# block 1

Block 1, cell placement:
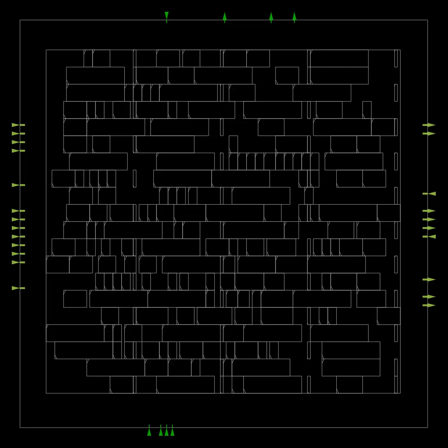

--- src/rtl/serial_add_ctrl_pkg.sv ---
// Shared constants for the bit-serial adder controller: FSM state codes and default width.
`timescale 1ns/10ps
package serial_add_ctrl_pkg;

  localparam int unsigned SA_DEFAULT_N = 8;

  localparam logic [1:0] IDLE = 2'b00;
  localparam logic [1:0] RUN  = 2'b01;
  localparam logic [1:0] DONE = 2'b10;

endpackage

--- src/rtl/serial_add_ctrl_fa_v1.sv ---
// One-bit full-adder cell reused by the serial adder controller.
`timescale 1ns/10ps
module fa_v1 (
  output logic sum,
  output logic carry,
  input  logic a,
  input  logic b,
  input  logic c_in
);

  assign sum   = a ^ b ^ c_in;
  assign carry = (a & b) | (c_in & (a ^ b));

endmodule

--- src/rtl/serial_add_ctrl.sv ---
// Bit-serial adder controller: one full-adder cell sequenced over N cycles, LSB first.
`timescale 1ns/10ps
module serial_add_ctrl
  import serial_add_ctrl_pkg::*;
#(
  parameter int unsigned N = SA_DEFAULT_N
) (
  input  logic         clk,
  input  logic         rst,
  input  logic         start,
  input  logic [N-1:0] a,
  input  logic [N-1:0] b,
  input  logic         c_in,
  output logic         busy,
  output logic         done,
  output logic [N-1:0] sum,
  output logic         c_out
);

  localparam int unsigned CW = $clog2(N + 1);

  logic [1:0]    state;
  logic [N-1:0]  a_sr;
  logic [N-1:0]  b_sr;
  logic [N-1:0]  sum_sr;
  logic [N-1:0]  sum_nxt;
  logic          carry;
  logic [CW-1:0] cnt;
  logic          fa_s;
  logic          fa_c;
  logic          last_bit;

  fa_v1 u_fa (
    .sum   (fa_s),
    .carry (fa_c),
    .a     (a_sr[0]),
    .b     (b_sr[0]),
    .c_in  (carry)
  );

  // Incoming sum bit enters at the MSB; the shift also covers N=1 without a special case.
  assign sum_nxt  = N'({fa_s, sum_sr} >> 1);
  assign last_bit = (cnt == CW'(N - 1));

  assign busy = (state == RUN);
  assign done = (state == DONE);

  // State sequencing IDLE -> RUN (N cycles) -> DONE (one cycle) -> IDLE.
  always_ff @(posedge clk or posedge rst) begin
    if (rst) begin
      state <= IDLE;
    end else begin
      case (state)
        IDLE:    if (start) state <= RUN;
        RUN:     if (last_bit) state <= DONE;
        DONE:    state <= IDLE;
        default: state <= IDLE;
      endcase
    end
  end

  // Operand capture, per-bit shifting, carry tracking and result update on RUN exit.
  always_ff @(posedge clk or posedge rst) begin
    if (rst) begin
      a_sr   <= '0;
      b_sr   <= '0;
      sum_sr <= '0;
      carry  <= 1'b0;
      cnt    <= '0;
      sum    <= '0;
      c_out  <= 1'b0;
    end else begin
      case (state)
        IDLE: begin
          if (start) begin
            a_sr  <= a;
            b_sr  <= b;
            carry <= c_in;
            cnt   <= '0;
          end
        end
        RUN: begin
          sum_sr <= sum_nxt;
          carry  <= fa_c;
          a_sr   <= a_sr >> 1;
          b_sr   <= b_sr >> 1;
          cnt    <= cnt + CW'(1);
          if (last_bit) begin
            sum   <= sum_nxt;
            c_out <= fa_c;
          end
        end
        default: ;
      endcase
    end
  end

endmodule

--- config.mk ---
export PLATFORM = sky130hd
export DESIGN_NAME = serial_add_ctrl
export DESIGN_NICKNAME = d
export VERILOG_FILES = /design/src/rtl/serial_add_ctrl_pkg.sv /design/src/rtl/serial_add_ctrl_fa_v1.sv /design/src/rtl/serial_add_ctrl.sv
export SDC_FILE = /design/constraint.sdc
export NUM_CORES = 1
export LEC_CHECK = 0
export CAP_MARGIN = 0
export CORE_MARGIN = 4
export CORE_UTILIZATION = 50
export CTS_BUF_LIST = sky130_fd_sc_hd__clkbuf_8
export CTS_CLUSTER_DIAMETER = 150
export DETAILED_ROUTE_END_ITERATION = 10
export GPL_TIMING_DRIVEN = 0
export PLACE_DENSITY = 0.77
export SETUP_SLACK_MARGIN = 0.05
export SLEW_MARGIN = 5
export SYNTH_ARGS = -nofsm -noshare
export SYNTH_HDL_FRONTEND = slang
export SYNTH_HIERARCHICAL = 1
export SYNTH_SLANG_ARGS = --single-unit
--- constraint.sdc ---
create_clock -name clk -period 2.2 [get_ports clk]
set_input_delay 0.55 -clock clk [delete_from_list [all_inputs] [get_ports clk]]
set_output_delay 0.55 -clock clk [all_outputs]
set_load 0.005 [all_outputs]
# block 2

$ cat src/rtl/branch_redirect_ctrl_pkg.sv
// Shared types for branch-resolution bookkeeping and commit-time redirect sequencing.
package branch_redirect_ctrl_pkg;

  localparam int DEF_ROB_DEPTH = 16;
  localparam int DEF_ROB_IDX_W = $clog2(DEF_ROB_DEPTH);
  localparam int DEF_CNT_W     = 32;

  typedef logic [DEF_ROB_IDX_W-1:0] rob_idx_t;

  typedef enum logic [1:0] {
    IDLE     = 2'd0,
    FLUSH    = 2'd1,
    REDIRECT = 2'd2,
    DRAIN    = 2'd3
  } redirect_state_t;

  typedef struct packed {
    logic        v;
    logic        f;
    logic [31:0] pc;
  } br_table_entry_t;

endpackage

$ cat src/rtl/branch_redirect_ctrl_table.sv
// Resolved-branch table: one entry per ROB slot, single write port, single read port
// with same-cycle write bypass, per-entry consume and clear-all.
module branch_redirect_ctrl_table
  import branch_redirect_ctrl_pkg::*;
#(
  parameter int DEPTH = DEF_ROB_DEPTH,
  parameter int IDX_W = $clog2(DEPTH)
) (
  input  logic             clk,
  input  logic             rst,
  input  logic             wr_en,
  input  logic [IDX_W-1:0] wr_idx,
  input  logic             wr_f,
  input  logic [31:0]      wr_pc,
  input  logic             rd_en,
  input  logic [IDX_W-1:0] rd_idx,
  input  logic             clr_all,
  output br_table_entry_t  rd_entry
);

  logic [DEPTH-1:0] v_reg;
  logic [DEPTH-1:0] f_reg;
  logic [31:0]      pc_mem [DEPTH];
  logic             bypass;

  assign bypass = wr_en && (wr_idx == rd_idx);

  always_comb begin
    rd_entry = '0;
    if (bypass) begin
      rd_entry.v  = 1'b1;
      rd_entry.f  = wr_f;
      rd_entry.pc = wr_pc;
    end else begin
      rd_entry.v  = v_reg[rd_idx];
      rd_entry.f  = f_reg[rd_idx];
      rd_entry.pc = pc_mem[rd_idx];
    end
  end

  for (genvar gi = 0; gi < DEPTH; gi++) begin : g_entry
    // A consume in the same cycle as a write to the slot wins: the bypassed write is never stored.
    always_ff @(posedge clk) begin
      if (rst || clr_all) begin
        v_reg[gi] <= 1'b0;
        f_reg[gi] <= 1'b0;
      end else if (rd_en && (rd_idx == IDX_W'(gi))) begin
        v_reg[gi] <= 1'b0;
      end else if (wr_en && (wr_idx == IDX_W'(gi))) begin
        v_reg[gi] <= 1'b1;
        f_reg[gi] <= wr_f;
      end
    end
  end

  always_ff @(posedge clk) begin
    if (wr_en) begin
      pc_mem[wr_idx] <= wr_pc;
    end
  end

endmodule

$ cat src/rtl/branch_redirect_ctrl.sv
// Holds resolved branches until commit, then sequences flush, fetch redirect and imem drain.
module branch_redirect_ctrl
  import branch_redirect_ctrl_pkg::*;
#(
  parameter int ROB_DEPTH = DEF_ROB_DEPTH,
  parameter int ROB_IDX_W = $clog2(ROB_DEPTH),
  parameter int CNT_W     = DEF_CNT_W
) (
  input  logic                 clk,
  input  logic                 rst,
  input  logic                 br_valid,
  input  logic [ROB_IDX_W-1:0] br_rob_idx,
  input  logic                 br_flush,
  input  logic [31:0]          br_pc,
  input  logic                 commit_valid,
  input  logic [ROB_IDX_W-1:0] commit_rob_idx,
  input  logic                 fetch_ready,
  input  logic                 imem_pending,
  output logic                 flush,
  output logic                 redirect_valid,
  output logic [31:0]          redirect_pc,
  output logic                 stall_commit,
  output logic [CNT_W-1:0]     mispredict_cnt
);

  redirect_state_t state_reg, state_next;
  br_table_entry_t lookup;
  logic            in_idle;
  logic            flush_reg, redirect_valid_reg, stall_commit_reg;
  logic [31:0]     redirect_pc_reg;
  logic [CNT_W-1:0] cnt_reg;

  assign in_idle = (state_reg == IDLE);

  // Commits seen while stalled are ignored because lookup/consume only run in IDLE.
  branch_redirect_ctrl_table #(
    .DEPTH (ROB_DEPTH),
    .IDX_W (ROB_IDX_W)
  ) u_table (
    .clk      (clk),
    .rst      (rst),
    .wr_en    (br_valid && in_idle),
    .wr_idx   (br_rob_idx),
    .wr_f     (br_flush),
    .wr_pc    (br_pc),
    .rd_en    (commit_valid && in_idle),
    .rd_idx   (commit_rob_idx),
    .clr_all  (state_reg == FLUSH),
    .rd_entry (lookup)
  );

  always_comb begin
    state_next = state_reg;
    case (state_reg)
      IDLE:     if (commit_valid && lookup.v && lookup.f) state_next = FLUSH;
      FLUSH:    state_next = REDIRECT;
      REDIRECT: if (fetch_ready) state_next = DRAIN;
      DRAIN:    if (!imem_pending) state_next = IDLE;
      default:  state_next = IDLE;
    endcase
  end

  // Outputs are registered from the next state so they line up with the state they describe.
  always_ff @(posedge clk) begin
    if (rst) begin
      state_reg          <= IDLE;
      flush_reg          <= 1'b0;
      redirect_valid_reg <= 1'b0;
      redirect_pc_reg    <= '0;
      stall_commit_reg   <= 1'b0;
      cnt_reg            <= '0;
    end else begin
      state_reg          <= state_next;
      flush_reg          <= (state_next == FLUSH);
      redirect_valid_reg <= (state_next == REDIRECT);
      stall_commit_reg   <= (state_next != IDLE);
      if (in_idle && (state_next == FLUSH)) begin
        redirect_pc_reg <= lookup.pc;
      end
      if ((state_reg == REDIRECT) && fetch_ready) begin
        cnt_reg <= cnt_reg + CNT_W'(1);
      end
    end
  end

  assign flush          = flush_reg;
  assign redirect_valid = redirect_valid_reg;
  assign redirect_pc    = redirect_pc_reg;
  assign stall_commit   = stall_commit_reg;
  assign mispredict_cnt = cnt_reg;

endmodule

$ cat config.mk
export PLATFORM = sky130hd
export DESIGN_NAME = branch_redirect_ctrl
export DESIGN_NICKNAME = d
export VERILOG_FILES = /design/src/rtl/branch_redirect_ctrl_pkg.sv /design/src/rtl/branch_redirect_ctrl_table.sv /design/src/rtl/branch_redirect_ctrl.sv
export SDC_FILE = /design/constraint.sdc
export NUM_CORES = 1
export LEC_CHECK = 0
export CAP_MARGIN = 15
export CORE_UTILIZATION = 50
export CTS_CLUSTER_DIAMETER = 100
export DETAILED_ROUTE_END_ITERATION = 16
export PLACE_DENSITY = 0.8
export SLEW_MARGIN = 15
export SYNTH_ARGS = -nofsm -noshare
export SYNTH_HDL_FRONTEND = slang
export SYNTH_SLANG_ARGS = --single-unit
$ cat constraint.sdc
create_clock -name clk -period 9.7 [get_ports clk]
set_input_delay 0.97 -clock clk [delete_from_list [all_inputs] [get_ports clk]]
set_output_delay 0.97 -clock clk [all_outputs]
set_load 0.03 [all_outputs]
# block 3

## src/rtl/mult_resp_pkg.sv

```systemverilog
// Shared types, window slice positions and helpers for the multiplier response compactor.
package mult_resp_pkg;

    typedef enum logic [1:0] {
        IDLE = 2'd0,
        RUN  = 2'd1,
        DONE = 2'd2
    } state_t;

    localparam int unsigned F_W   = 128;
    localparam int unsigned WIN_W = 28;

    localparam int unsigned SL_HI_MSB  = 127;
    localparam int unsigned SL_HI_LSB  = 112;
    localparam int unsigned SL_M1_MSB  = 67;
    localparam int unsigned SL_M1_LSB  = 64;
    localparam int unsigned SL_M0_MSB  = 35;
    localparam int unsigned SL_M0_LSB  = 32;
    localparam int unsigned SL_LO_MSB  = 3;
    localparam int unsigned SL_LO_LSB  = 0;

    localparam logic [31:0] DEFAULT_POLY = 32'h04C1_1DB7;
    localparam logic [31:0] DEFAULT_SEED = 32'h0000_0000;

    // Window word, MSB first: top product slice, then the three nibble slices.
    function automatic logic [WIN_W-1:0] win_extract(input logic [F_W-1:0] f);
        return {f[SL_HI_MSB:SL_HI_LSB], f[SL_M1_MSB:SL_M1_LSB],
                f[SL_M0_MSB:SL_M0_LSB], f[SL_LO_MSB:SL_LO_LSB]};
    endfunction

endpackage

```

## src/rtl/mult_resp_compactor_misr_reg.sv

```systemverilog
// Multiple-input signature register: shift-left with feedback taps on MSB, XOR in data.
module misr_reg
    import mult_resp_pkg::*;
#(
    parameter int unsigned        MISR_W = 32,
    parameter logic [MISR_W-1:0]  POLY   = MISR_W'(DEFAULT_POLY),
    parameter logic [MISR_W-1:0]  SEED   = MISR_W'(DEFAULT_SEED)
) (
    input  logic              clk,
    input  logic              rst,
    input  logic              load,
    input  logic              en,
    input  logic [MISR_W-1:0] data_in,
    output logic [MISR_W-1:0] sig,
    output logic [MISR_W-1:0] sig_next_c
);

    always_comb begin
        sig_next_c = {sig[MISR_W-2:0], 1'b0} ^ data_in;
        if (sig[MISR_W-1]) begin
            sig_next_c = sig_next_c ^ POLY;
        end
    end

    // Load has priority so a restart never folds in a coincident sample.
    always_ff @(posedge clk) begin
        if (rst) begin
            sig <= SEED;
        end else if (load) begin
            sig <= SEED;
        end else if (en) begin
            sig <= sig_next_c;
        end
    end

endmodule

```

## src/rtl/mult_resp_compactor.sv

```systemverilog
// Reduces product vectors to window words, compacts them into a MISR and grades the final signature.
module mult_resp_compactor
    import mult_resp_pkg::*;
#(
    parameter int unsigned        STEPS  = 256,
    parameter int unsigned        MISR_W = 32,
    parameter logic [MISR_W-1:0]  POLY   = MISR_W'(DEFAULT_POLY),
    parameter logic [MISR_W-1:0]  SEED   = MISR_W'(DEFAULT_SEED),
    localparam int unsigned       CNT_W  = $clog2(STEPS) + 1
) (
    input  logic              clk,
    input  logic              rst,
    input  logic              start,
    input  logic [F_W-1:0]    f_vec,
    input  logic              f_valid,
    output logic              f_ready,
    input  logic [MISR_W-1:0] golden_sig,
    output logic [WIN_W-1:0]  win_word,
    output logic              win_valid,
    output logic [MISR_W-1:0] signature,
    output logic [CNT_W-1:0]  sample_cnt,
    output logic              done,
    output logic              pass
);

    localparam logic [CNT_W-1:0] LAST_IDX = CNT_W'(STEPS - 1);

    state_t              state_q;
    state_t              state_d;
    logic                accept_c;
    logic                last_c;
    logic [WIN_W-1:0]    win_c;
    logic [MISR_W-1:0]   sig_next_c;

    assign win_c = win_extract(f_vec);

    always_ff @(posedge clk) begin
        if (rst) begin
            state_q <= IDLE;
        end else begin
            state_q <= state_d;
        end
    end

    // Start from any state (re)opens a run; a sample on the start edge is dropped.
    always_comb begin
        state_d  = state_q;
        f_ready  = 1'b0;
        accept_c = 1'b0;
        last_c   = 1'b0;
        case (state_q)
            IDLE: begin
                if (start) state_d = RUN;
            end
            RUN: begin
                f_ready = 1'b1;
                if (!start && f_valid) begin
                    accept_c = 1'b1;
                    if (sample_cnt == LAST_IDX) begin
                        last_c  = 1'b1;
                        state_d = DONE;
                    end
                end
            end
            DONE: begin
                if (start) state_d = RUN;
            end
            default: state_d = IDLE;
        endcase
    end

    always_ff @(posedge clk) begin
        if (rst) begin
            sample_cnt <= '0;
            win_word   <= '0;
            win_valid  <= 1'b0;
            done       <= 1'b0;
            pass       <= 1'b0;
        end else begin
            win_valid <= 1'b0;
            if (start) begin
                sample_cnt <= '0;
                win_word   <= '0;
                done       <= 1'b0;
                pass       <= 1'b0;
            end else if (accept_c) begin
                sample_cnt <= sample_cnt + CNT_W'(1);
                win_word   <= win_c;
                win_valid  <= 1'b1;
                if (last_c) begin
                    done <= 1'b1;
                    pass <= (sig_next_c == golden_sig);
                end
            end
        end
    end

    misr_reg #(
        .MISR_W (MISR_W),
        .POLY   (POLY),
        .SEED   (SEED)
    ) u_misr (
        .clk        (clk),
        .rst        (rst),
        .load       (start),
        .en         (accept_c),
        .data_in    (MISR_W'(win_c)),
        .sig        (signature),
        .sig_next_c (sig_next_c)
    );

endmodule

```

## config.mk

```make
export PLATFORM = sky130hd
export DESIGN_NAME = mult_resp_compactor
export DESIGN_NICKNAME = d
export VERILOG_FILES = /design/src/rtl/mult_resp_pkg.sv /design/src/rtl/mult_resp_compactor_misr_reg.sv /design/src/rtl/mult_resp_compactor.sv
export SDC_FILE = /design/constraint.sdc
export NUM_CORES = 1
export LEC_CHECK = 0
export ABC_AREA = 1
export CAP_MARGIN = 10
export CELL_PAD_IN_SITES_DETAIL_PLACEMENT = 1
export CELL_PAD_IN_SITES_GLOBAL_PLACEMENT = 1
export CORE_MARGIN = 2
export CORE_UTILIZATION = 22
export CTS_CLUSTER_DIAMETER = 80
export DETAILED_ROUTE_END_ITERATION = 8
export PLACE_DENSITY_LB_ADDON = 0.1
export SYNTH_ARGS = -nofsm -noshare
export SYNTH_HDL_FRONTEND = slang
export SYNTH_SLANG_ARGS = --single-unit
```

## constraint.sdc

```tcl
create_clock -name clk -period 2 [get_ports clk]
set_clock_uncertainty 0.2 [all_clocks]
set_input_delay 0.4 -clock clk [delete_from_list [all_inputs] [get_ports clk]]
set_output_delay 0.4 -clock clk [all_outputs]
set_load 0.02 [all_outputs]
```

Block 2, ports around the boundary:
Pins as bars across the die edge, other pins in gray.
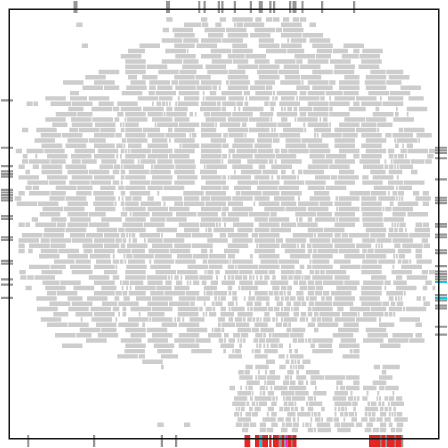
legend:
  magenta:
    port: imem_pending
    pins: 1
    direction: input
    edge: south
  red:
    port: mispredict_cnt
    pins: 32
    direction: output
    edge: south
  cyan:
    port: commit_rob_idx
    pins: 4
    direction: input
    edge: 2 south, 2 east
all pins by edge: 47 south, 27 east, 20 west, 20 north

==> flow_metrics.py, block 2 <==
# Synthesis and PnR figures
metrics = {
    "finish": {
        "layout.nonclk_buf_share_pct": 5.08,
        "ff_count": 613,
        "final_cells": 2142,
        "dominant_cells": "flip-flops and latches",
    },
    "route": {
        "wl_mm": 54.1,
        "wl_per_cell_microns": 25.2,
        "drcViolationCount": 0,
    },
    "cts": {
        "ctsResizeCount": 0,
        "cts_buffers": 57,
    },
    "timing": {
        "worst_slack_ns": 5.59,
        "rsz0062_at_grt": "false",
        "hold_violations": 0,
    },
    "logic_synthesis": {
        "avgSynthCellArea_sq_um": 17.7,
        "simple_gate_share_pct": 6.18,
    },
    "place": {
        "dpl_cell_area_sq_um": 25900,
    },
    "worst_setup_path": {
        "r2r_cells": 7,
        "cp.required_ns": 10.26,
    },
    "outcome": {
        "status": "completed",
    },
    "global_route": {
        "antenna_found_initial": 4,
        "busiest_layer": "met2",
    },
}
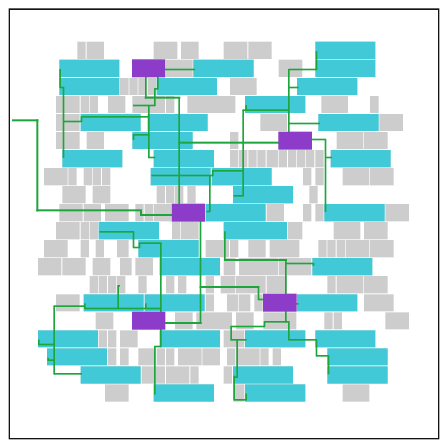
Block 1: clock distribution
legend:
  purple:
    item: cells driving clock nets
    count: 5
  cyan:
    item: flip-flops
    count: 39
  green:
    item: clock wires
    length: 406 microns
flops lie: spread over the die
routed clock nets: 6

About 'cell placement' of block 1:
Well Taps: 44
Core ar.: 3050 sq um
fin cells: 233
cell row count: 20
sequential cell area share: 46.7%

==> flow_metrics.py, block 1 <==
# Synthesis and PnR figures
metrics = {
    "power_and_ir_drop": {
        "top_power_group": "sequential cells",
        "power.internal_mw": 1.81,
        "p_clk_mw": 0.503,
    },
    "logic_synthesis": {
        "synth-xor-area-share_pct": 0,
        "netlist_top_cells_area": "dfrtp_1 61%, nand2_1 14%, a22oi_1 7.0%",
        "synthCells": 149,
        "async_flop_share_pct": 100,
    },
    "timing": {
        "final-max-slew-violation-count": 0,
        "slew-limit-headroom_pct": 47.9,
    },
    "cts": {
        "insertion_delay_ns": 0.28,
        "cts_setup_buffers": 2,
    },
    "floorplan": {
        "die-area_sq_um": 4170,
    },
    "global_route": {
        "met2_usage_pct": 31.2,
        "antenna_found_initial": 0,
        "grt_use_met1_pct": 21.6,
        "grt_use_total_pct": 18.4,
    },
    "route": {
        "highest_layer": "met4",
        "met1Wirelength_mm": 1.33,
    },
    "outcome": {
        "status": "completed",
    },
    "worst_setup_path": {
        "criticalPathCategory": "flop to output port",
        "r2r-start": "cnt[0]$_DFFE_PP0P_",
        "worstSetupStartpoint": "state[1]$_DFFE_PP0P_",
        "r2r-end": "sum[1]$_DFFE_PP0P_",
        "critPathBufInv": 2,
    },
    "place": {
        "place_ws_ns": -0.0333,
    },
    "finish": {
        "nNonClkInverters": 2,
    },
}
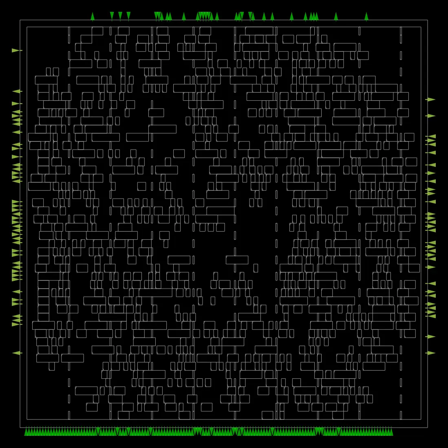
Block 3: cell placement
Well Taps: 225
fin cells: 1006
Core ar.: 17100 sq um
flop count: 74

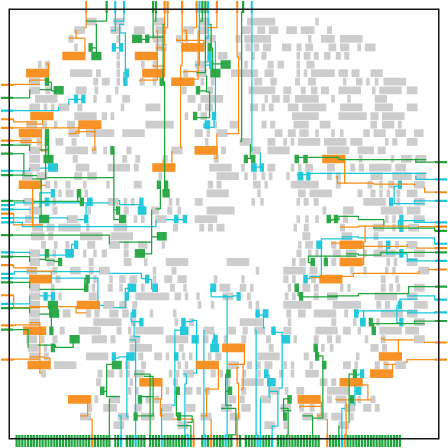
Block 3: port wiring
legend:
  cyan:
    port: golden_sig
    bits: 32
    direction: input
    end_cells: 63
    buffers: 32
    wire: 1090 microns
  orange:
    port: win_word
    bits: 28
    direction: output
    end_cells: 28
    buffers: 28
    wire: 814 microns
  green:
    port: f_vec
    bits: 128
    direction: input
    end_cells: 62
    buffers: 29
    wire: 969 microns
IO Port Bufs: 136
IO Pins: 237

==> flow_metrics.py, block 3 <==
# Synthesis and PnR figures
metrics = {
    "outcome": {
        "status": "finished, violations left",
        "violations": "negative setup slack",
    },
    "cts": {
        "clockBufferDepth": 2,
        "ctsResizeCount": 35,
    },
    "logic_synthesis": {
        "syn_area_sq_um": 3810,
        "fp_nets": 750,
        "post-synth-top-count-cell": "nand2_1",
        "avgSynthCellArea_sq_um": 6.52,
    },
    "worst_setup_path": {
        "cp.required_ns": 2.08,
        "crit_path_end_kind": "flop",
        "crit_end": "pass$_SDFFE_PP0P_",
        "cp.depth": 16,
        "startpoint_type": "flop",
    },
    "power_and_ir_drop": {
        "comb_power_share_pct": 16.1,
        "swShare_pct": 25.0,
    },
    "floorplan": {
        "die-area_sq_um": 18400,
    },
    "global_route": {
        "antenna_found_initial": 0,
    },
    "route": {
        "drcViolationCount": 0,
        "drtIter0Drc": 137,
    },
    "timing": {
        "setup_violations": 3,
        "worst_slack_ns": -0.298,
        "timing.fmax_ghz": 0.435,
    },
    "place": {
        "dpl_cell_area_sq_um": 5940,
    },
}

==> layout pictures side by side <==
Signal wires by layer.
Plate I
Scale bar: 20 microns.
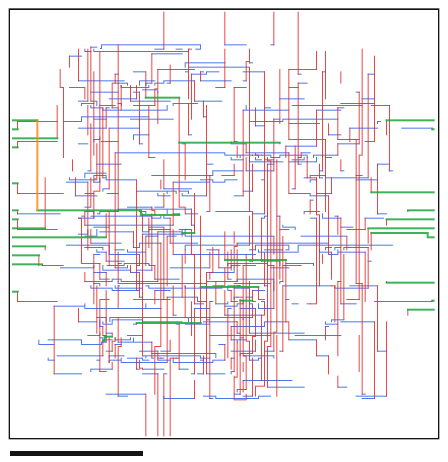
Plate II
Scale bar: 50 microns.
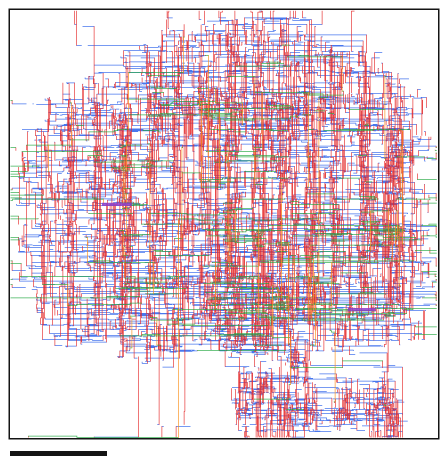
Plate III
Scale bar: 50 microns.
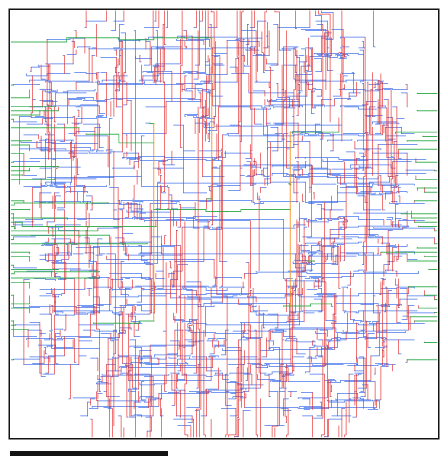
Plate II is block 2.
Plate III is block 3.
Plate I is block 1.
Of these, most wire: Plate II
Of these, least wire: Plate I


